######## i2c_slave_byte_rx_flat ########
### Sequential cells colored by netlist name, i2c_slave_byte_rx_flat

Scale: 4 px per um. Other sequential cells in the stronger gray, the rest of the logic in the fainter gray.
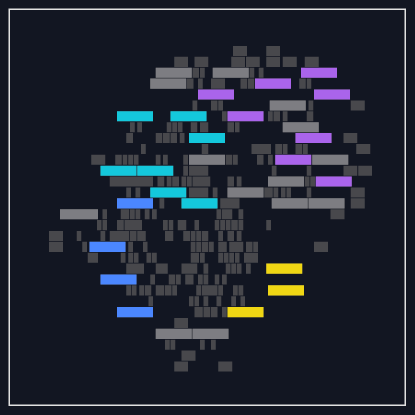

**config.mk**
```make
export PLATFORM = sky130hd
export DESIGN_NAME = i2c_slave_byte_rx_flat
export DESIGN_NICKNAME = d
export VERILOG_FILES = /design/src/rtl/i2c_pkg.sv /design/src/rtl/i2c_slave_byte_rx_if.sv /design/src/rtl/i2c_scl_edge.sv /design/src/rtl/i2c_slave_byte_rx.sv /design/src/flat_wrapper.sv
export SDC_FILE = /design/constraint.sdc
export NUM_CORES = 1
export LEC_CHECK = 0
export ABC_AREA = 1
export CAP_MARGIN = 40
export CORE_MARGIN = 8
export CORE_UTILIZATION = 25
export DETAILED_ROUTE_END_ITERATION = 7
export PLACE_DENSITY = 0.51
export SLEW_MARGIN = 20
export SYNTH_ARGS = -nofsm -noshare
export SYNTH_HDL_FRONTEND = slang
export SYNTH_HIERARCHICAL = 1
export SYNTH_SLANG_ARGS = --single-unit
```
**constraint.sdc**
```tcl
create_clock -name clk -period 3.5 [get_ports clk]
set_input_delay 0.525 -clock clk [delete_from_list [all_inputs] [get_ports clk]]
set_output_delay 0.525 -clock clk [all_outputs]
set_load 0.05 [all_outputs]
```
**src/rtl/i2c_pkg.sv**
```systemverilog
// Shared I2C definitions: FSM state encoding, field widths, bit-count
// constants and the masked address compare used by the slave receiver.
package i2c_pkg;

    localparam int I2C_ADDR_W = 7;
    localparam int I2C_BYTE_W = 8;
    localparam int I2C_CNT_W  = 4;

    // Number of data bits shifted before the ACK slot of every byte.
    localparam logic [I2C_CNT_W-1:0] I2C_ACK_CNT = 4'd8;

    // FSM state encoding (3 bits).
    localparam logic [2:0] ST_IDLE     = 3'd0;
    localparam logic [2:0] ST_ADDR     = 3'd1;
    localparam logic [2:0] ST_ADDR_ACK = 3'd2;
    localparam logic [2:0] ST_DATA     = 3'd3;
    localparam logic [2:0] ST_DATA_ACK = 3'd4;
    localparam logic [2:0] ST_IGNORE   = 3'd5;

    typedef enum logic [2:0] {
        S_IDLE     = ST_IDLE,
        S_ADDR     = ST_ADDR,
        S_ADDR_ACK = ST_ADDR_ACK,
        S_DATA     = ST_DATA,
        S_DATA_ACK = ST_DATA_ACK,
        S_IGNORE   = ST_IGNORE
    } i2c_state_t;

    // A mask bit of 1 means that address bit must equal the slave address.
    function automatic logic addr_matches(input logic [I2C_ADDR_W-1:0] a,
                                          input logic [I2C_ADDR_W-1:0] slave,
                                          input logic [I2C_ADDR_W-1:0] mask);
        return ((a ^ slave) & mask) == '0;
    endfunction

endpackage

```
**src/rtl/i2c_slave_byte_rx_if.sv**
```systemverilog
// Bus bundle between the START/STOP detector / pad logic and the slave byte
// receiver, plus the strobes handed to the address-translation stage.
interface i2c_slave_byte_rx_if;
    import i2c_pkg::*;

    logic                  sda_in;
    logic                  scl_in;
    logic                  start_detect;
    logic                  stop_detect;
    logic                  sda_oe;
    logic                  addr_valid;
    logic [I2C_ADDR_W-1:0] addr;
    logic                  rw;
    logic                  addr_match;
    logic                  data_valid;
    logic [I2C_BYTE_W-1:0] data;
    logic                  busy;

    // Receiver side.
    modport slave (
        input  sda_in, scl_in, start_detect, stop_detect,
        output sda_oe, addr_valid, addr, rw, addr_match,
        output data_valid, data, busy
    );

    // Driver / consumer side.
    modport master (
        output sda_in, scl_in, start_detect, stop_detect,
        input  sda_oe, addr_valid, addr, rw, addr_match,
        input  data_valid, data, busy
    );

endinterface

```
**src/rtl/i2c_scl_edge.sv**
```systemverilog
// SCL edge detector: registers the sampled SCL and produces single-cycle
// rise/fall pulses. The register resets high so an idle bus gives no edge.
module i2c_scl_edge (
    input  logic clk,
    input  logic rst,
    input  logic i_scl,
    output logic o_rise,
    output logic o_fall
);

    logic r_scl_d;

    // Previous-cycle copy of SCL.
    always_ff @(posedge clk or posedge rst) begin
        if (rst) r_scl_d <= 1'b1;
        else     r_scl_d <= i_scl;
    end

    assign o_rise = ~r_scl_d &  i_scl;
    assign o_fall =  r_scl_d & ~i_scl;

endmodule

```
**src/rtl/i2c_slave_byte_rx.sv**
```systemverilog
// I2C slave byte receiver: follows a frame on sampled SCL/SDA, captures the
// address byte and write data bytes, and requests an ACK pull-down when the
// address matches under ADDR_MASK. sda_oe only moves on SCL-fall cycles,
// START/STOP or reset so it can never fake a START/STOP on the bus.
module i2c_slave_byte_rx
    import i2c_pkg::*;
#(
    parameter logic [I2C_ADDR_W-1:0] SLAVE_ADDR = 7'h50,
    parameter logic [I2C_ADDR_W-1:0] ADDR_MASK  = 7'h7F
) (
    input  logic              clk,
    input  logic              rst,
    i2c_slave_byte_rx_if.slave bus
);

    logic                  w_rise;
    logic                  w_fall;
    logic [I2C_BYTE_W-1:0] w_shift;

    i2c_state_t            r_state;
    logic [I2C_CNT_W-1:0]  r_cnt;
    logic [I2C_BYTE_W-1:0] r_sr;
    logic                  r_sda_oe;
    logic                  r_addr_valid;
    logic [I2C_ADDR_W-1:0] r_addr;
    logic                  r_rw;
    logic                  r_addr_match;
    logic                  r_data_valid;
    logic [I2C_BYTE_W-1:0] r_data;
    logic                  r_busy;

    i2c_scl_edge u_scl_edge (
        .clk    (clk),
        .rst    (rst),
        .i_scl  (bus.scl_in),
        .o_rise (w_rise),
        .o_fall (w_fall)
    );

    // Shift register contents after taking the current SDA bit, MSB first.
    assign w_shift = {r_sr[I2C_BYTE_W-2:0], bus.sda_in};

    // Frame FSM with shifter, bit counter and registered outputs.
    always_ff @(posedge clk or posedge rst) begin
        if (rst) begin
            r_state      <= S_IDLE;
            r_cnt        <= '0;
            r_sr         <= '0;
            r_sda_oe     <= 1'b0;
            r_addr_valid <= 1'b0;
            r_addr       <= '0;
            r_rw         <= 1'b0;
            r_addr_match <= 1'b0;
            r_data_valid <= 1'b0;
            r_data       <= '0;
            r_busy       <= 1'b0;
        end else begin
            r_addr_valid <= 1'b0;
            r_data_valid <= 1'b0;

            if (bus.stop_detect) begin
                // STOP beats everything, including a coincident START.
                r_state  <= S_IDLE;
                r_sda_oe <= 1'b0;
                r_busy   <= 1'b0;
                r_cnt    <= '0;
                r_sr     <= '0;
            end else if (bus.start_detect) begin
                // START or repeated START: drop any partial byte.
                r_state  <= S_ADDR;
                r_sda_oe <= 1'b0;
                r_busy   <= 1'b1;
                r_cnt    <= '0;
                r_sr     <= '0;
            end else begin
                case (r_state)
                    S_ADDR, S_DATA: begin
                        if (w_rise && (r_cnt < I2C_ACK_CNT)) begin
                            r_sr  <= w_shift;
                            r_cnt <= r_cnt + 4'd1;
                            if (r_cnt == I2C_ACK_CNT - 4'd1) begin
                                if (r_state == S_ADDR) begin
                                    r_addr       <= w_shift[I2C_BYTE_W-1:1];
                                    r_rw         <= w_shift[0];
                                    r_addr_match <= addr_matches(w_shift[I2C_BYTE_W-1:1],
                                                                 SLAVE_ADDR, ADDR_MASK);
                                    r_addr_valid <= 1'b1;
                                end else begin
                                    r_data       <= w_shift;
                                    r_data_valid <= 1'b1;
                                end
                            end
                        end else if (w_fall && (r_cnt == I2C_ACK_CNT)) begin
                            if (r_state == S_DATA) begin
                                r_sda_oe <= 1'b1;
                                r_state  <= S_DATA_ACK;
                            end else if (r_addr_match) begin
                                r_sda_oe <= 1'b1;
                                r_state  <= S_ADDR_ACK;
                            end else begin
                                r_state  <= S_IGNORE;
                            end
                        end
                    end

                    S_ADDR_ACK: begin
                        if (w_fall) begin
                            r_sda_oe <= 1'b0;
                            if (!r_rw) begin
                                r_state <= S_DATA;
                                r_cnt   <= '0;
                                r_sr    <= '0;
                            end else begin
                                // Reads are not serviced by this block.
                                r_state <= S_IGNORE;
                            end
                        end
                    end

                    S_DATA_ACK: begin
                        if (w_fall) begin
                            r_sda_oe <= 1'b0;
                            r_state  <= S_DATA;
                            r_cnt    <= '0;
                            r_sr     <= '0;
                        end
                    end

                    S_IGNORE: begin
                        r_sda_oe <= 1'b0;
                    end

                    default: begin
                        // IDLE: only START/STOP matter.
                    end
                endcase
            end
        end
    end

    assign bus.sda_oe     = r_sda_oe;
    assign bus.addr_valid = r_addr_valid;
    assign bus.addr       = r_addr;
    assign bus.rw         = r_rw;
    assign bus.addr_match = r_addr_match;
    assign bus.data_valid = r_data_valid;
    assign bus.data       = r_data;
    assign bus.busy       = r_busy;

endmodule

```
**src/flat_wrapper.sv**
```systemverilog
// flat-port wrapper written by rule: the top's interface ports become plain ports
module i2c_slave_byte_rx_flat import i2c_pkg::*;
#(
    parameter logic [I2C_ADDR_W-1:0] SLAVE_ADDR = 7'h50,
    parameter logic [I2C_ADDR_W-1:0] ADDR_MASK  = 7'h7F
)
  (clk, rst, bus_sda_in, bus_scl_in, bus_start_detect, bus_stop_detect, bus_sda_oe, bus_addr_valid, bus_addr, bus_rw, bus_addr_match, bus_data_valid, bus_data, bus_busy);
  i2c_slave_byte_rx_if bus_i ();
  input  logic clk;
  input  logic rst;
  input wire logic [$bits(bus_i.sda_in)-1:0] bus_sda_in;
  input wire logic [$bits(bus_i.scl_in)-1:0] bus_scl_in;
  input wire logic [$bits(bus_i.start_detect)-1:0] bus_start_detect;
  input wire logic [$bits(bus_i.stop_detect)-1:0] bus_stop_detect;
  output wire logic [$bits(bus_i.sda_oe)-1:0] bus_sda_oe;
  output wire logic [$bits(bus_i.addr_valid)-1:0] bus_addr_valid;
  output wire logic [$bits(bus_i.addr)-1:0] bus_addr;
  output wire logic [$bits(bus_i.rw)-1:0] bus_rw;
  output wire logic [$bits(bus_i.addr_match)-1:0] bus_addr_match;
  output wire logic [$bits(bus_i.data_valid)-1:0] bus_data_valid;
  output wire logic [$bits(bus_i.data)-1:0] bus_data;
  output wire logic [$bits(bus_i.busy)-1:0] bus_busy;
  assign bus_i.sda_in = bus_sda_in;
  assign bus_i.scl_in = bus_scl_in;
  assign bus_i.start_detect = bus_start_detect;
  assign bus_i.stop_detect = bus_stop_detect;
  assign bus_sda_oe = bus_i.sda_oe;
  assign bus_addr_valid = bus_i.addr_valid;
  assign bus_addr = bus_i.addr;
  assign bus_rw = bus_i.rw;
  assign bus_addr_match = bus_i.addr_match;
  assign bus_data_valid = bus_i.data_valid;
  assign bus_data = bus_i.data;
  assign bus_busy = bus_i.busy;
  i2c_slave_byte_rx #(.SLAVE_ADDR(SLAVE_ADDR), .ADDR_MASK(ADDR_MASK)) u_core (.clk(clk), .rst(rst), .bus(bus_i));
endmodule
```
######## ram_port_arbiter_flat ########
$ cat config.mk
export PLATFORM = sky130hd
export DESIGN_NAME = ram_port_arbiter_flat
export DESIGN_NICKNAME = d
export VERILOG_FILES = /design/src/rtl/ram_port_arbiter_if.sv /design/src/rtl/ram_port_arbiter.sv /design/src/flat_wrapper.sv
export SDC_FILE = /design/constraint.sdc
export NUM_CORES = 1
export LEC_CHECK = 0
export CAP_MARGIN = 20
export CORE_MARGIN = 1
export CORE_UTILIZATION = 42
export DETAILED_ROUTE_END_ITERATION = 12
export PLACE_DENSITY = 0.86
export SLEW_MARGIN = 20
export SYNTH_ARGS = -nofsm -noshare
export SYNTH_HDL_FRONTEND = slang
export SYNTH_SLANG_ARGS = --single-unit
export TNS_END_PERCENT = 50
$ cat constraint.sdc
create_clock -name clk -period 1.65 [get_ports clk]
set_input_delay 0.165 -clock clk [delete_from_list [all_inputs] [get_ports clk]]
set_output_delay 0.165 -clock clk [all_outputs]
set_load 0.01 [all_outputs]
$ cat src/rtl/ram_port_arbiter_if.sv
// Request/grant bus tying the CPU control path, the program loader and the
// single-port RAM to the RAM port arbiter.
interface ram_port_arbiter_if #(
  parameter int unsigned ADDR_W = 4,
  parameter int unsigned DATA_W = 8
);
  logic              cpu_req;
  logic              cpu_we;
  logic [ADDR_W-1:0] cpu_addr;
  logic [DATA_W-1:0] cpu_wdata;
  logic              cpu_lock;
  logic              cpu_gnt;
  logic              cpu_rvalid;
  logic [DATA_W-1:0] cpu_rdata;

  logic              ldr_req;
  logic              ldr_we;
  logic [ADDR_W-1:0] ldr_addr;
  logic [DATA_W-1:0] ldr_wdata;
  logic              ldr_gnt;
  logic              ldr_rvalid;
  logic [DATA_W-1:0] ldr_rdata;

  logic              ram_ce_n;
  logic              ram_we_n;
  logic [ADDR_W-1:0] ram_addr;
  logic [DATA_W-1:0] ram_wdata;
  logic [DATA_W-1:0] ram_rdata;

  modport slave (
    input  cpu_req, cpu_we, cpu_addr, cpu_wdata, cpu_lock,
    input  ldr_req, ldr_we, ldr_addr, ldr_wdata,
    input  ram_rdata,
    output cpu_gnt, cpu_rvalid, cpu_rdata,
    output ldr_gnt, ldr_rvalid, ldr_rdata,
    output ram_ce_n, ram_we_n, ram_addr, ram_wdata
  );

  modport master (
    output cpu_req, cpu_we, cpu_addr, cpu_wdata, cpu_lock,
    output ldr_req, ldr_we, ldr_addr, ldr_wdata,
    output ram_rdata,
    input  cpu_gnt, cpu_rvalid, cpu_rdata,
    input  ldr_gnt, ldr_rvalid, ldr_rdata,
    input  ram_ce_n, ram_we_n, ram_addr, ram_wdata
  );
endinterface

$ cat src/rtl/ram_port_arbiter.sv
// Arbitrates the single-port program/data RAM between the CPU and the program
// loader: one registered access per two cycles, loader starvation bounded.
module ram_port_arbiter #(
  parameter int unsigned ADDR_W       = 4,
  parameter int unsigned DATA_W       = 8,
  parameter int unsigned LDR_MAX_WAIT = 4
) (
  input logic              clk,
  input logic              rst_n,
  ram_port_arbiter_if.slave bus
);

  localparam int unsigned CNT_W = 4;

  typedef enum logic [0:0] {
    IDLE = 1'b0,
    ACC  = 1'b1
  } state_e;

  state_e            state_q, state_d;
  logic              cpu_gnt_q, cpu_gnt_d;
  logic              ldr_gnt_q, ldr_gnt_d;
  logic              cpu_rvalid_q, cpu_rvalid_d;
  logic              ldr_rvalid_q, ldr_rvalid_d;
  logic [DATA_W-1:0] cpu_rdata_q, cpu_rdata_d;
  logic [DATA_W-1:0] ldr_rdata_q, ldr_rdata_d;
  logic              ram_ce_n_q, ram_ce_n_d;
  logic              ram_we_n_q, ram_we_n_d;
  logic [ADDR_W-1:0] ram_addr_q, ram_addr_d;
  logic [DATA_W-1:0] ram_wdata_q, ram_wdata_d;
  logic [CNT_W-1:0]  wait_cnt_q, wait_cnt_d;
  logic              pend_rd_q, pend_rd_d;
  logic              pend_ldr_q, pend_ldr_d;
  logic              own_ldr_q, own_ldr_d;
  logic              own_we_q, own_we_d;

  logic              both_req;
  logic              at_max;
  logic              cpu_win;
  logic              ldr_win;

  // Next-state, arbitration and read-return logic
  always_comb begin
    state_d      = state_q;
    cpu_gnt_d    = 1'b0;
    ldr_gnt_d    = 1'b0;
    cpu_rvalid_d = 1'b0;
    ldr_rvalid_d = 1'b0;
    cpu_rdata_d  = cpu_rdata_q;
    ldr_rdata_d  = ldr_rdata_q;
    ram_ce_n_d   = 1'b1;
    ram_we_n_d   = 1'b1;
    ram_addr_d   = ram_addr_q;
    ram_wdata_d  = ram_wdata_q;
    wait_cnt_d   = wait_cnt_q;
    pend_rd_d    = 1'b0;
    pend_ldr_d   = pend_ldr_q;
    own_ldr_d    = own_ldr_q;
    own_we_d     = own_we_q;
    cpu_win      = 1'b0;
    ldr_win      = 1'b0;
    both_req     = bus.cpu_req & bus.ldr_req;
    at_max       = (wait_cnt_q == CNT_W'(LDR_MAX_WAIT));

    // RAM data is valid the cycle after the access; hand it to its owner
    if (pend_rd_q) begin
      if (pend_ldr_q) begin
        ldr_rvalid_d = 1'b1;
        ldr_rdata_d  = bus.ram_rdata;
      end else begin
        cpu_rvalid_d = 1'b1;
        cpu_rdata_d  = bus.ram_rdata;
      end
    end

    unique case (state_q)
      IDLE: begin
        if (both_req) begin
          if (bus.cpu_lock || !at_max) begin
            cpu_win    = 1'b1;
            wait_cnt_d = at_max ? wait_cnt_q : wait_cnt_q + CNT_W'(1);
          end else begin
            ldr_win    = 1'b1;
            wait_cnt_d = '0;
          end
        end else if (bus.cpu_req) begin
          cpu_win = 1'b1;
        end else if (bus.ldr_req && !bus.cpu_lock) begin
          ldr_win    = 1'b1;
          wait_cnt_d = '0;
        end

        if (cpu_win) begin
          state_d     = ACC;
          cpu_gnt_d   = 1'b1;
          ram_ce_n_d  = 1'b0;
          ram_we_n_d  = ~bus.cpu_we;
          ram_addr_d  = bus.cpu_addr;
          ram_wdata_d = bus.cpu_wdata;
          own_ldr_d   = 1'b0;
          own_we_d    = bus.cpu_we;
        end else if (ldr_win) begin
          state_d     = ACC;
          ldr_gnt_d   = 1'b1;
          ram_ce_n_d  = 1'b0;
          ram_we_n_d  = ~bus.ldr_we;
          ram_addr_d  = bus.ldr_addr;
          ram_wdata_d = bus.ldr_wdata;
          own_ldr_d   = 1'b1;
          own_we_d    = bus.ldr_we;
        end
      end

      ACC: begin
        state_d    = IDLE;
        pend_rd_d  = ~own_we_q;
        pend_ldr_d = own_ldr_q;
      end

      default: state_d = IDLE;
    endcase
  end

  // State and output registers
  always_ff @(posedge clk) begin
    if (!rst_n) begin
      state_q      <= IDLE;
      cpu_gnt_q    <= 1'b0;
      ldr_gnt_q    <= 1'b0;
      cpu_rvalid_q <= 1'b0;
      ldr_rvalid_q <= 1'b0;
      cpu_rdata_q  <= '0;
      ldr_rdata_q  <= '0;
      ram_ce_n_q   <= 1'b1;
      ram_we_n_q   <= 1'b1;
      ram_addr_q   <= '0;
      ram_wdata_q  <= '0;
      wait_cnt_q   <= '0;
      pend_rd_q    <= 1'b0;
      pend_ldr_q   <= 1'b0;
      own_ldr_q    <= 1'b0;
      own_we_q     <= 1'b0;
    end else begin
      state_q      <= state_d;
      cpu_gnt_q    <= cpu_gnt_d;
      ldr_gnt_q    <= ldr_gnt_d;
      cpu_rvalid_q <= cpu_rvalid_d;
      ldr_rvalid_q <= ldr_rvalid_d;
      cpu_rdata_q  <= cpu_rdata_d;
      ldr_rdata_q  <= ldr_rdata_d;
      ram_ce_n_q   <= ram_ce_n_d;
      ram_we_n_q   <= ram_we_n_d;
      ram_addr_q   <= ram_addr_d;
      ram_wdata_q  <= ram_wdata_d;
      wait_cnt_q   <= wait_cnt_d;
      pend_rd_q    <= pend_rd_d;
      pend_ldr_q   <= pend_ldr_d;
      own_ldr_q    <= own_ldr_d;
      own_we_q     <= own_we_d;
    end
  end

  assign bus.cpu_gnt    = cpu_gnt_q;
  assign bus.ldr_gnt    = ldr_gnt_q;
  assign bus.cpu_rvalid = cpu_rvalid_q;
  assign bus.ldr_rvalid = ldr_rvalid_q;
  assign bus.cpu_rdata  = cpu_rdata_q;
  assign bus.ldr_rdata  = ldr_rdata_q;
  assign bus.ram_ce_n   = ram_ce_n_q;
  assign bus.ram_we_n   = ram_we_n_q;
  assign bus.ram_addr   = ram_addr_q;
  assign bus.ram_wdata  = ram_wdata_q;

endmodule

$ cat src/flat_wrapper.sv
// flat-port wrapper written by rule: the top's interface ports become plain ports
module ram_port_arbiter_flat 
#(
  parameter int unsigned ADDR_W       = 4,
  parameter int unsigned DATA_W       = 8,
  parameter int unsigned LDR_MAX_WAIT = 4
)
  (clk, rst_n, bus_cpu_req, bus_cpu_we, bus_cpu_addr, bus_cpu_wdata, bus_cpu_lock, bus_ldr_req, bus_ldr_we, bus_ldr_addr, bus_ldr_wdata, bus_ram_rdata, bus_cpu_gnt, bus_cpu_rvalid, bus_cpu_rdata, bus_ldr_gnt, bus_ldr_rvalid, bus_ldr_rdata, bus_ram_ce_n, bus_ram_we_n, bus_ram_addr, bus_ram_wdata);
  ram_port_arbiter_if #(.ADDR_W(ADDR_W), .DATA_W(DATA_W)) bus_i ();
  input logic clk;
  input logic rst_n;
  input wire logic [$bits(bus_i.cpu_req)-1:0] bus_cpu_req;
  input wire logic [$bits(bus_i.cpu_we)-1:0] bus_cpu_we;
  input wire logic [$bits(bus_i.cpu_addr)-1:0] bus_cpu_addr;
  input wire logic [$bits(bus_i.cpu_wdata)-1:0] bus_cpu_wdata;
  input wire logic [$bits(bus_i.cpu_lock)-1:0] bus_cpu_lock;
  input wire logic [$bits(bus_i.ldr_req)-1:0] bus_ldr_req;
  input wire logic [$bits(bus_i.ldr_we)-1:0] bus_ldr_we;
  input wire logic [$bits(bus_i.ldr_addr)-1:0] bus_ldr_addr;
  input wire logic [$bits(bus_i.ldr_wdata)-1:0] bus_ldr_wdata;
  input wire logic [$bits(bus_i.ram_rdata)-1:0] bus_ram_rdata;
  output wire logic [$bits(bus_i.cpu_gnt)-1:0] bus_cpu_gnt;
  output wire logic [$bits(bus_i.cpu_rvalid)-1:0] bus_cpu_rvalid;
  output wire logic [$bits(bus_i.cpu_rdata)-1:0] bus_cpu_rdata;
  output wire logic [$bits(bus_i.ldr_gnt)-1:0] bus_ldr_gnt;
  output wire logic [$bits(bus_i.ldr_rvalid)-1:0] bus_ldr_rvalid;
  output wire logic [$bits(bus_i.ldr_rdata)-1:0] bus_ldr_rdata;
  output wire logic [$bits(bus_i.ram_ce_n)-1:0] bus_ram_ce_n;
  output wire logic [$bits(bus_i.ram_we_n)-1:0] bus_ram_we_n;
  output wire logic [$bits(bus_i.ram_addr)-1:0] bus_ram_addr;
  output wire logic [$bits(bus_i.ram_wdata)-1:0] bus_ram_wdata;
  assign bus_i.cpu_req = bus_cpu_req;
  assign bus_i.cpu_we = bus_cpu_we;
  assign bus_i.cpu_addr = bus_cpu_addr;
  assign bus_i.cpu_wdata = bus_cpu_wdata;
  assign bus_i.cpu_lock = bus_cpu_lock;
  assign bus_i.ldr_req = bus_ldr_req;
  assign bus_i.ldr_we = bus_ldr_we;
  assign bus_i.ldr_addr = bus_ldr_addr;
  assign bus_i.ldr_wdata = bus_ldr_wdata;
  assign bus_i.ram_rdata = bus_ram_rdata;
  assign bus_cpu_gnt = bus_i.cpu_gnt;
  assign bus_cpu_rvalid = bus_i.cpu_rvalid;
  assign bus_cpu_rdata = bus_i.cpu_rdata;
  assign bus_ldr_gnt = bus_i.ldr_gnt;
  assign bus_ldr_rvalid = bus_i.ldr_rvalid;
  assign bus_ldr_rdata = bus_i.ldr_rdata;
  assign bus_ram_ce_n = bus_i.ram_ce_n;
  assign bus_ram_we_n = bus_i.ram_we_n;
  assign bus_ram_addr = bus_i.ram_addr;
  assign bus_ram_wdata = bus_i.ram_wdata;
  ram_port_arbiter #(.ADDR_W(ADDR_W), .DATA_W(DATA_W), .LDR_MAX_WAIT(LDR_MAX_WAIT)) u_core (.clk(clk), .rst_n(rst_n), .bus(bus_i));
endmodule
######## univ_shift_reg_flat ########
$ cat src/rtl/univ_shift_reg_if.sv
// Bus bundle for univ_shift_reg: operation controls from the master, register taps back from the slave.
interface univ_shift_reg_if #(
  parameter int WIDTH = 8
);
  logic             En;
  logic [2:0]       Mode;
  logic [WIDTH-1:0] D;
  logic             SIn;
  logic [WIDTH-1:0] Q;
  logic [WIDTH-1:0] not_Q;
  logic             SOutL;
  logic             SOutR;
  logic             Wrap;

  modport master (
    output En, Mode, D, SIn,
    input  Q, not_Q, SOutL, SOutR, Wrap
  );

  modport slave (
    input  En, Mode, D, SIn,
    output Q, not_Q, SOutL, SOutR, Wrap
  );
endinterface

$ cat src/rtl/univ_shift_reg.sv
// WIDTH-bit universal register: load, shift, rotate, clear, invert, with a complementary output
// and a one-cycle Wrap pulse after each complete WIDTH-step shift sequence.
module univ_shift_reg #(
  parameter int               WIDTH     = 8,
  parameter logic [WIDTH-1:0] RESET_VAL = '0
) (
  input logic              clk,
  input logic              rst,
  univ_shift_reg_if.slave  bus
);

  localparam int               CNT_W   = $clog2(WIDTH);
  localparam logic [CNT_W-1:0] CNT_MAX = CNT_W'(WIDTH - 1);

  typedef enum logic [2:0] {
    MODE_HOLD  = 3'b000,
    MODE_LOAD  = 3'b001,
    MODE_SHL   = 3'b010,
    MODE_SHR   = 3'b011,
    MODE_ROTL  = 3'b100,
    MODE_ROTR  = 3'b101,
    MODE_CLEAR = 3'b110,
    MODE_INV   = 3'b111
  } mode_e;

  logic [WIDTH-1:0] q_q, q_d;
  logic [CNT_W-1:0] cnt_q, cnt_d;
  logic             wrap_q, wrap_d;
  logic             counted;

  always_comb begin
    q_d     = q_q;
    cnt_d   = cnt_q;
    wrap_d  = 1'b0;
    counted = 1'b0;
    if (bus.En) begin
      case (mode_e'(bus.Mode))
        MODE_LOAD: begin
          q_d   = bus.D;
          cnt_d = '0;
        end
        MODE_SHL: begin
          q_d     = {q_q[WIDTH-2:0], bus.SIn};
          counted = 1'b1;
        end
        MODE_SHR: begin
          q_d     = {bus.SIn, q_q[WIDTH-1:1]};
          counted = 1'b1;
        end
        MODE_ROTL: begin
          q_d     = {q_q[WIDTH-2:0], q_q[WIDTH-1]};
          counted = 1'b1;
        end
        MODE_ROTR: begin
          q_d     = {q_q[0], q_q[WIDTH-1:1]};
          counted = 1'b1;
        end
        MODE_CLEAR: begin
          q_d   = '0;
          cnt_d = '0;
        end
        MODE_INV:  q_d = ~q_q;
        default:   q_d = q_q;
      endcase
    end
    // Every direction shares one counter; the WIDTH-th counted step wraps it.
    if (counted) begin
      if (cnt_q == CNT_MAX) begin
        cnt_d  = '0;
        wrap_d = 1'b1;
      end else begin
        cnt_d = cnt_q + CNT_W'(1);
      end
    end
  end

  always_ff @(posedge clk) begin
    if (rst) begin
      q_q    <= RESET_VAL;
      cnt_q  <= '0;
      wrap_q <= 1'b0;
    end else begin
      q_q    <= q_d;
      cnt_q  <= cnt_d;
      wrap_q <= wrap_d;
    end
  end

  assign bus.Q     = q_q;
  assign bus.not_Q = ~q_q;
  assign bus.SOutL = q_q[WIDTH-1];
  assign bus.SOutR = q_q[0];
  assign bus.Wrap  = wrap_q;

endmodule

$ cat src/flat_wrapper.sv
// flat-port wrapper written by rule: the top's interface ports become plain ports
module univ_shift_reg_flat 
#(
  parameter int               WIDTH     = 8,
  parameter logic [WIDTH-1:0] RESET_VAL = '0
)
  (clk, rst, bus_En, bus_Mode, bus_D, bus_SIn, bus_Q, bus_not_Q, bus_SOutL, bus_SOutR, bus_Wrap);
  univ_shift_reg_if #(.WIDTH(WIDTH)) bus_i ();
  input logic clk;
  input logic rst;
  input wire logic [$bits(bus_i.En)-1:0] bus_En;
  input wire logic [$bits(bus_i.Mode)-1:0] bus_Mode;
  input wire logic [$bits(bus_i.D)-1:0] bus_D;
  input wire logic [$bits(bus_i.SIn)-1:0] bus_SIn;
  output wire logic [$bits(bus_i.Q)-1:0] bus_Q;
  output wire logic [$bits(bus_i.not_Q)-1:0] bus_not_Q;
  output wire logic [$bits(bus_i.SOutL)-1:0] bus_SOutL;
  output wire logic [$bits(bus_i.SOutR)-1:0] bus_SOutR;
  output wire logic [$bits(bus_i.Wrap)-1:0] bus_Wrap;
  assign bus_i.En = bus_En;
  assign bus_i.Mode = bus_Mode;
  assign bus_i.D = bus_D;
  assign bus_i.SIn = bus_SIn;
  assign bus_Q = bus_i.Q;
  assign bus_not_Q = bus_i.not_Q;
  assign bus_SOutL = bus_i.SOutL;
  assign bus_SOutR = bus_i.SOutR;
  assign bus_Wrap = bus_i.Wrap;
  univ_shift_reg #(.WIDTH(WIDTH), .RESET_VAL(RESET_VAL)) u_core (.clk(clk), .rst(rst), .bus(bus_i));
endmodule
$ cat config.mk
export PLATFORM = sky130hd
export DESIGN_NAME = univ_shift_reg_flat
export DESIGN_NICKNAME = d
export VERILOG_FILES = /design/src/rtl/univ_shift_reg_if.sv /design/src/rtl/univ_shift_reg.sv /design/src/flat_wrapper.sv
export SDC_FILE = /design/constraint.sdc
export NUM_CORES = 1
export LEC_CHECK = 0
export CAP_MARGIN = 20
export CORE_UTILIZATION = 41
export CTS_CLUSTER_SIZE = 40
export DETAILED_ROUTE_END_ITERATION = 6
export GPL_TIMING_DRIVEN = 1
export PLACE_DENSITY = 0.86
export REMOVE_ABC_BUFFERS = 1
export SETUP_SLACK_MARGIN = 0.1
export SKIP_LAST_GASP = 1
export SYNTH_ARGS = -nofsm -noshare
export SYNTH_HDL_FRONTEND = slang
export SYNTH_SLANG_ARGS = --single-unit
export TNS_END_PERCENT = 50
$ cat constraint.sdc
create_clock -name clk -period 1.5 [get_ports clk]
set_input_delay 0.225 -clock clk [delete_from_list [all_inputs] [get_ports clk]]
set_output_delay 0.225 -clock clk [all_outputs]
set_load 0.02 [all_outputs]
######## uart_recv ########
[src/rtl/uart_recv.sv]
// 8N1 UART receiver: 2-flop synchronized input, mid-bit sampling driven by one
// baud counter, registered one-cycle uart_en / frame_err pulses.
module uart_recv #(
   parameter int CLK_FREQ = 50000000,
   parameter int UART_BPS = 115200
) (
   input  logic       sys_clk,
   input  logic       sys_rst,
   input  logic       uart_rxd,
   output logic [7:0] uart_data,
   output logic       uart_en,
   output logic       frame_err,
   output logic       rx_busy
);

   localparam int BPS_CNT  = CLK_FREQ / UART_BPS;
   localparam int HALF_CNT = BPS_CNT / 2;
   localparam int CW       = $clog2(BPS_CNT) + 1;
   localparam logic [CW-1:0] BPS_LAST  = CW'(BPS_CNT - 1);
   localparam logic [CW-1:0] HALF_LAST = CW'(HALF_CNT - 1);

   typedef enum logic [1:0] {
      IDLE  = 2'd0,
      START = 2'd1,
      DATA  = 2'd2,
      STOP  = 2'd3
   } state_t;

   state_t          state_r;
   state_t          state_nxt_s;
   logic            sync1_r;
   logic            rxd_s;
   logic            rxd_d_r;
   logic            start_edge_s;
   logic [CW-1:0]   cnt_r;
   logic [CW-1:0]   cnt_nxt_s;
   logic [2:0]      idx_r;
   logic [2:0]      idx_nxt_s;
   logic [7:0]      shift_r;
   logic [7:0]      shift_nxt_s;
   logic [7:0]      data_nxt_s;
   logic            en_nxt_s;
   logic            err_nxt_s;

   assign start_edge_s = rxd_d_r & ~rxd_s;

   // Next-state and datapath updates; the line is only looked at on scheduled samples.
   always_comb begin
      state_nxt_s = state_r;
      cnt_nxt_s   = cnt_r;
      idx_nxt_s   = idx_r;
      shift_nxt_s = shift_r;
      data_nxt_s  = uart_data;
      en_nxt_s    = 1'b0;
      err_nxt_s   = 1'b0;
      case (state_r)
         IDLE: begin
            cnt_nxt_s = {CW{1'b0}};
            idx_nxt_s = 3'd0;
            if (start_edge_s) begin
               state_nxt_s = START;
            end else begin
               state_nxt_s = IDLE;
            end
         end
         START: begin
            if (cnt_r == HALF_LAST) begin
               cnt_nxt_s = {CW{1'b0}};
               if (rxd_s == 1'b0) begin
                  state_nxt_s = DATA;
               end else begin
                  state_nxt_s = IDLE;
               end
            end else begin
               cnt_nxt_s = cnt_r + 1'b1;
            end
         end
         DATA: begin
            if (cnt_r == BPS_LAST) begin
               cnt_nxt_s          = {CW{1'b0}};
               shift_nxt_s[idx_r] = rxd_s;
               idx_nxt_s          = idx_r + 3'd1;
               if (idx_r == 3'd7) begin
                  state_nxt_s = STOP;
               end else begin
                  state_nxt_s = DATA;
               end
            end else begin
               cnt_nxt_s = cnt_r + 1'b1;
            end
         end
         STOP: begin
            // Leaving at mid stop bit leaves half a bit to catch a back-to-back start.
            if (cnt_r == BPS_LAST) begin
               cnt_nxt_s   = {CW{1'b0}};
               idx_nxt_s   = 3'd0;
               state_nxt_s = IDLE;
               if (rxd_s == 1'b1) begin
                  data_nxt_s = shift_r;
                  en_nxt_s   = 1'b1;
               end else begin
                  err_nxt_s  = 1'b1;
               end
            end else begin
               cnt_nxt_s = cnt_r + 1'b1;
            end
         end
         default: begin
            state_nxt_s = IDLE;
            cnt_nxt_s   = {CW{1'b0}};
            idx_nxt_s   = 3'd0;
         end
      endcase
   end

   // All state, synchronizer and output registers.
   always_ff @(posedge sys_clk) begin
      if (sys_rst) begin
         sync1_r   <= 1'b1;
         rxd_s     <= 1'b1;
         rxd_d_r   <= 1'b1;
         state_r   <= IDLE;
         cnt_r     <= {CW{1'b0}};
         idx_r     <= 3'd0;
         shift_r   <= 8'h00;
         uart_data <= 8'h00;
         uart_en   <= 1'b0;
         frame_err <= 1'b0;
         rx_busy   <= 1'b0;
      end else begin
         sync1_r   <= uart_rxd;
         rxd_s     <= sync1_r;
         rxd_d_r   <= rxd_s;
         state_r   <= state_nxt_s;
         cnt_r     <= cnt_nxt_s;
         idx_r     <= idx_nxt_s;
         shift_r   <= shift_nxt_s;
         uart_data <= data_nxt_s;
         uart_en   <= en_nxt_s;
         frame_err <= err_nxt_s;
         rx_busy   <= (state_nxt_s != IDLE);
      end
   end

endmodule

[config.mk]
export PLATFORM = sky130hd
export DESIGN_NAME = uart_recv
export DESIGN_NICKNAME = d
export VERILOG_FILES = /design/src/rtl/uart_recv.sv
export SDC_FILE = /design/constraint.sdc
export NUM_CORES = 1
export LEC_CHECK = 0
export CORE_AREA = 5 5 56 68
export DETAILED_ROUTE_END_ITERATION = 6
export DIE_AREA = 0 0 61 73
export PLACE_DENSITY = 0.71
export RECOVER_POWER = 25
export SETUP_SLACK_MARGIN = 0.1
export SLEW_MARGIN = 0
export SYNTH_ARGS = -nofsm -noshare
export SYNTH_HDL_FRONTEND = slang
export SYNTH_SLANG_ARGS = --single-unit
[constraint.sdc]
create_clock -name sys_clk -period 2.29 [get_ports sys_clk]
set_clock_uncertainty 0.15 [all_clocks]
set_input_delay 0.229 -clock sys_clk [delete_from_list [all_inputs] [get_ports sys_clk]]
set_output_delay 0.229 -clock sys_clk [all_outputs]
set_load 0.02 [all_outputs]
### Wiring heat map, i2c_slave_byte_rx_flat

Scale: 4 px per um. The die is cut into 20 by 20 equal tiles; black is low, pale yellow is high, scaled to the fullest tile. Values are wire area over tile area, all layers added.
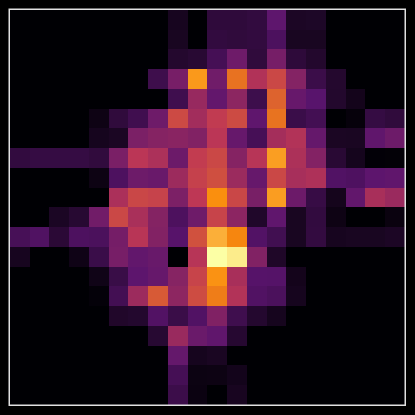
fullest tile: 0.41
nearly empty tiles: 47%
densest ninth of the die: center
GRT Total Usage: 0.08236
vias post-DR: 1353
wire per inst: 11.90 um

### Cells by drive strength, i2c_slave_byte_rx_flat

Scale: 4 px per um.
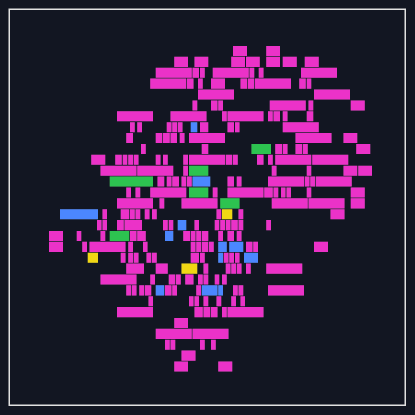
| color | size | cells |
|---|---|---|
| yellow | _3 and _4 cells | 3 |
| green | _6 and larger | 6 |
| blue | _2 cells | 12 |
| magenta | _0 and _1 cells | 221 |
final setup margin: 1.445 ns
Non-clk bufs: 27
Design Area, Final: 2153 sq um

## Picture notes: 'Sequential cells colored by netlist name' of i2c_slave_byte_rx_flat
| color | name in the netlist | placed flops |
|---|---|---|
| blue | u_core/r_cnt | 4 |
| yellow | u_core/r_state | 3 |
| purple | u_core/bus.data | 8 |
| cyan | u_core/r_sr | 7 |
not colored: 14
sequential power: 0.000437 W
fin util: 0.3205
sequential cell area share: 0.4189
FF+latch area: 902.1 sq um

==> ci_impl_report.md, i2c_slave_byte_rx_flat <==
## Synthesis and layout report

| Metric | Value |
|---|---|
| Fin. max-slew vios | 0 |
| TritonCTS Buffers | 5 |
| WL met3 | approximately 190 um |
| WHS Endpoint | u_core/bus.sda_oe$_DFFE_PP0P_ |
| Max reg flops | 8 |
| Post-synth tally of flip-flops with integrated enable | 0 |
| Final setup fails | 0 |
| Comb pwr share | 0.123 |
| Clock share of power | 0.402 |
| Reg-to-Reg End | u_core/bus.addr_match$_DFFE_PP0P_ |
| Max layer used | met4 |
| Synthesized instance count | 210 |
| Flops & latches, synth | 36 |
| Worst stage delay on the critical path | 0.51 ns |
| Status | complete, no violations |
| FFs w/ async S/R, synth | 1.000 |
| Site row count | 30 |
| Peak VDD IR | between 150 and 200 uV |
| Drt pass-1 iters | 4 |
| Aoi share | 0.05788 |
| CP arrival | between 2 and 2.5 ns |
| Final setup skew | 0.003806 ns |
| Tightest Hold Check Type | register to register |
| Initial antenna violation count | 0 |
| Crit path cell chain | clkdlybuf4s50_1, inv_1, nor2_1, nand2_1, nor2_1, nand4_2, inv_1, nand2_1, o22ai_1 |
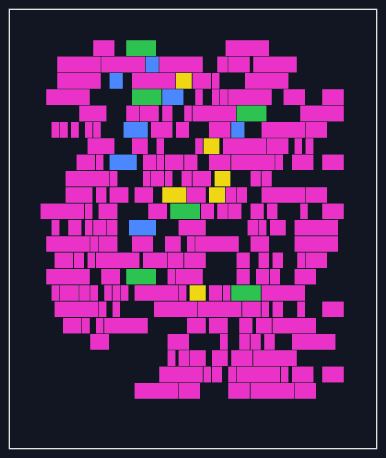
*Cells by drive strength, uart_recv*
Scale: 6 px per um.
| color | size | cells | most used |
|---|---|---|---|
| magenta | _0 and _1 cells | 181 | dfxtp_1 |
| yellow | _3 and _4 cells | 6 | buf_4 |
| blue | _2 cells | 7 | or2_2 |
| green | _6 and larger | 6 | clkbuf_8 |
Syn-to-layout area delta: 15.81%
Non-clk bufs: 18

### Clock nets, uart_recv

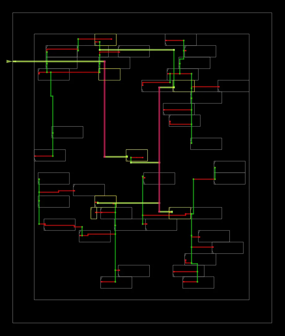
CTS Sinks: 37
FFs & Latches: 37
clk_buf instances: 7
clk ins delay skew pair: 0.28 ns

==> ci_impl_report.md, uart_recv <==
## Synthesis and layout report

| Metric | Value |
|---|---|
| RSZ-0062 raised after global routing | false |
| Logic power comb | between 0.00005 and 0.00006 W |
| Aggregate routed wire length | 3052 um |
| Syn nets | between 150 and 200 |
| Clock H-tree levels | 2 |
| Sequential cell area share | 0.3849 |
| XOR Share, Synth | 0.04217 |
| Count of tool warnings | 28 |
| Clk power | 0.000443 W |
| Drt pass-1 iters | 4 |
| CP Buf/Inv Count | 0 |
| Leak Pwr | 0.7643 nW |
| Non-clk invs | 6 |
| Status | complete, no violations |
| Fraction of area in multi-input gates | 0.4473 |
| Number of diodes | 0 |
| Peak VDD IR | between 300 and 400 uV |
| Sequential share of the synthesized area | 0.4458 |
| Initial antenna violation count | 0 |
| Clock share of power | 0.384 |
| CP startpoint kind | register |
| Fin cells | about 240 |
| Filler cell count | ~290 |
| Reg2Reg Setup Slack | a little under 0.4 ns |
| Die area | 4453 sq um |
| Max layer used | met4 |
| Met2 Use GR | 0.2866 |
| Crit path cell chain | or3b_1, or4_4, mux2i_1, nor2_1 |
| Final #Nets | 208 |
| Internal Pwr Total | between 0.0009 and 0.001 W |
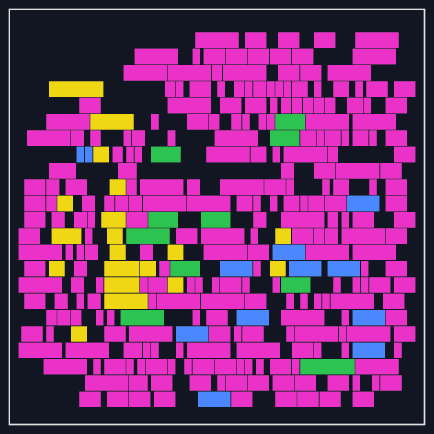
*Cells by drive strength, ram_port_arbiter_flat*
Scale: 6 px per um.
| color | size | cells | most used |
|---|---|---|---|
| yellow | _3 and _4 cells | 19 | buf_4 |
| magenta | _0 and _1 cells | 255 | clkdlybuf4s50_1 |
| green | _6 and larger | 10 | clkbuf_8 |
| blue | _2 cells | 12 | a221oi_2 |
Design Area, Final: 2873 sq um
Syn-to-layout area delta: 52.56%
final setup margin: 0.03569 ns

==> ci_impl_report.md, ram_port_arbiter_flat <==
## Synthesis and layout report

| Metric | Value |
|---|---|
| Fin cells | 346 |
| YS chip area | between 1500 and 2000 sq um |
| Reg2Reg Setup Slack | around 0.036 ns |
| Fin util | 0.6932 |
| CP arrival | roughly 1.8 ns |
| Max layer used | met4 |
| CP startpoint kind | register |
| Clk ins delay skew pair | roughly 0.28 ns |
| Top cells by area | dfxtp_1 46%, nand2_1 8.8%, a221oi_2 8.0% |
| GR Overflow Total | 0 |
| CTS Sinks | 43 |
| Status | complete, no violations |
| Clock-cell share | 0.03484 |
| Final hold slack | 0.4223 ns |
| Clock H-tree levels | 2 |
| Vias post-DR | 1718 |
| Final setup fails | 0 |
| Mux area share | 0.02126 |
| Sequential share of the synthesized area | 0.4571 |
| Number of diodes | 0 |
| Final min period | ~1.6 ns |
| Drt pass-1 iters | 4 |
### Sequential cells colored by netlist name, univ_shift_reg_flat

Scale: 8 px per um. Other sequential cells in the stronger gray, the rest of the logic in the fainter gray.
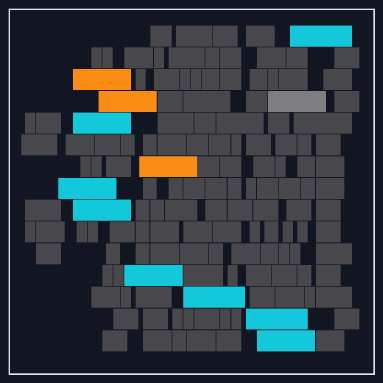
| color | name in the netlist | placed flops |
|---|---|---|
| cyan | u_core.bus.Q | 8 |
| orange | u_core.cnt_q | 3 |
not colored: 1
sequential cell area share: 0.1940
fin util: 0.7204
sequential power: 0.000361 W
FF+latch area: 244.0 sq um

==> ci_impl_report.md, univ_shift_reg_flat <==
## Synthesis and layout report

| Metric | Value |
|---|---|
| Max layer used | met4 |
| Design Area, Final | about 1300 sq um |
| Post-DP HPWL | between 1500 and 2000 um |
| # IOs | 34 |
| Mapped Avg Cell Area | about 8 sq um |
| Number of logic gates | between 70 and 80 |
| M3 GR Usage | 0.03175 |
| Crit-path slowest cell | clkdlybuf4s50_1 |
| CP arrival | between 1 and 1.5 ns |
| Top cells by area | dfxtp_1 31%, nand2_1 8.3%, o221ai_1 7.9% |
| Final setup fails | 1 |
| Failing checks | negative setup slack |
| Internal Pwr Total | 0.0006217 W |
| Gate Area | around 480 sq um |
| Final setup margin | -0.009641 ns |
| Post-CTS setup buffers | 0 |
| Status | finished, violations left |
| Dominant register cell | dfxtp_1 |
| Vias post-DR | ~900 |
| Flop pwr share | 0.395 |
| Initial antenna violation count | 0 |


==> gallery <==
Met3 routing.
shot_01.png
Scale: 10 px per um.
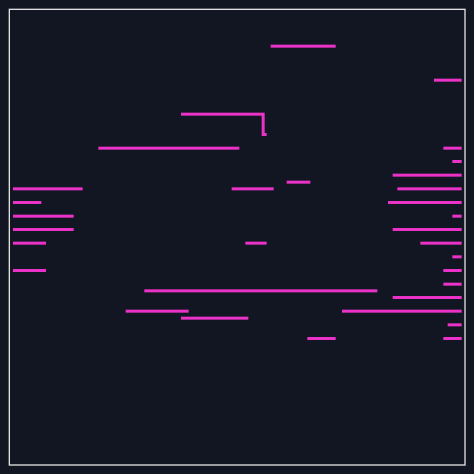
shot_02.png
Scale: 6 px per um.
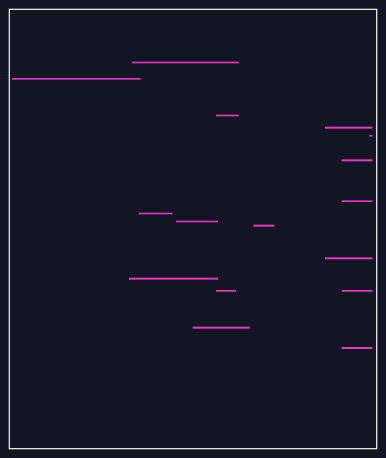
shot_03.png
Scale: 4 px per um.
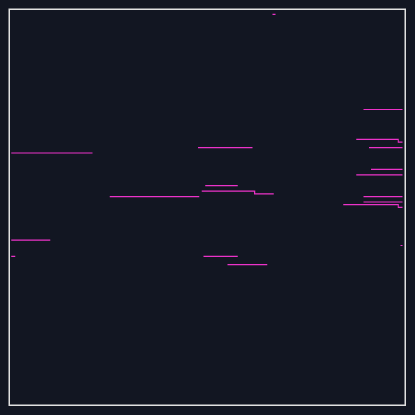
shot_04.png
Scale: 6 px per um.
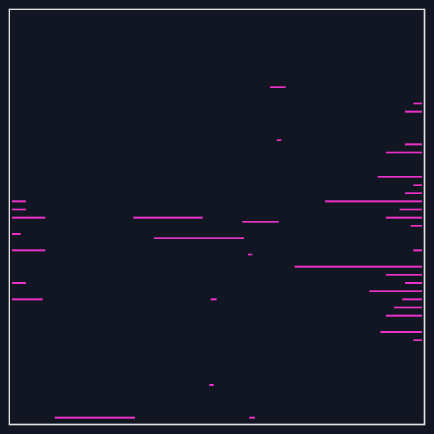
shot_02.png is uart_recv.
shot_04.png is ram_port_arbiter_flat.
shot_03.png is i2c_slave_byte_rx_flat.
shot_01.png is univ_shift_reg_flat.

Key to shot_01.png:
main direction: horizontal
wire length on this layer: 163 um
share of all routed wire: 6.8%
longest straight run: 23.0 um


==> screenshots <==
Clock nets.
image #1
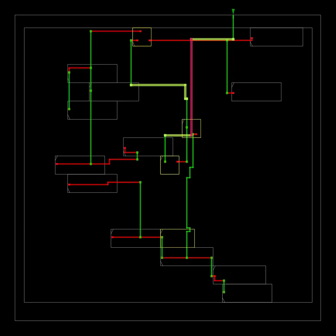
image #2
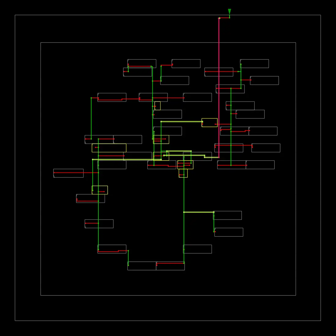
image #3
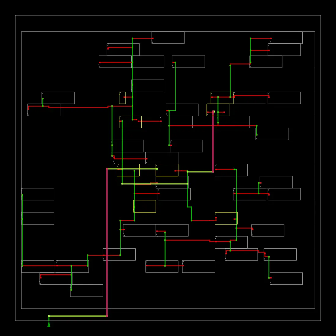
Image #2 comes from i2c_slave_byte_rx_flat.
Image #1 comes from univ_shift_reg_flat.
Image #3 comes from ram_port_arbiter_flat.
The one with the most clock buffers is image #3.
The one with the fewest sequential cells is image #1.

No activity file was given, so power comes from the tool's default toggle rates.
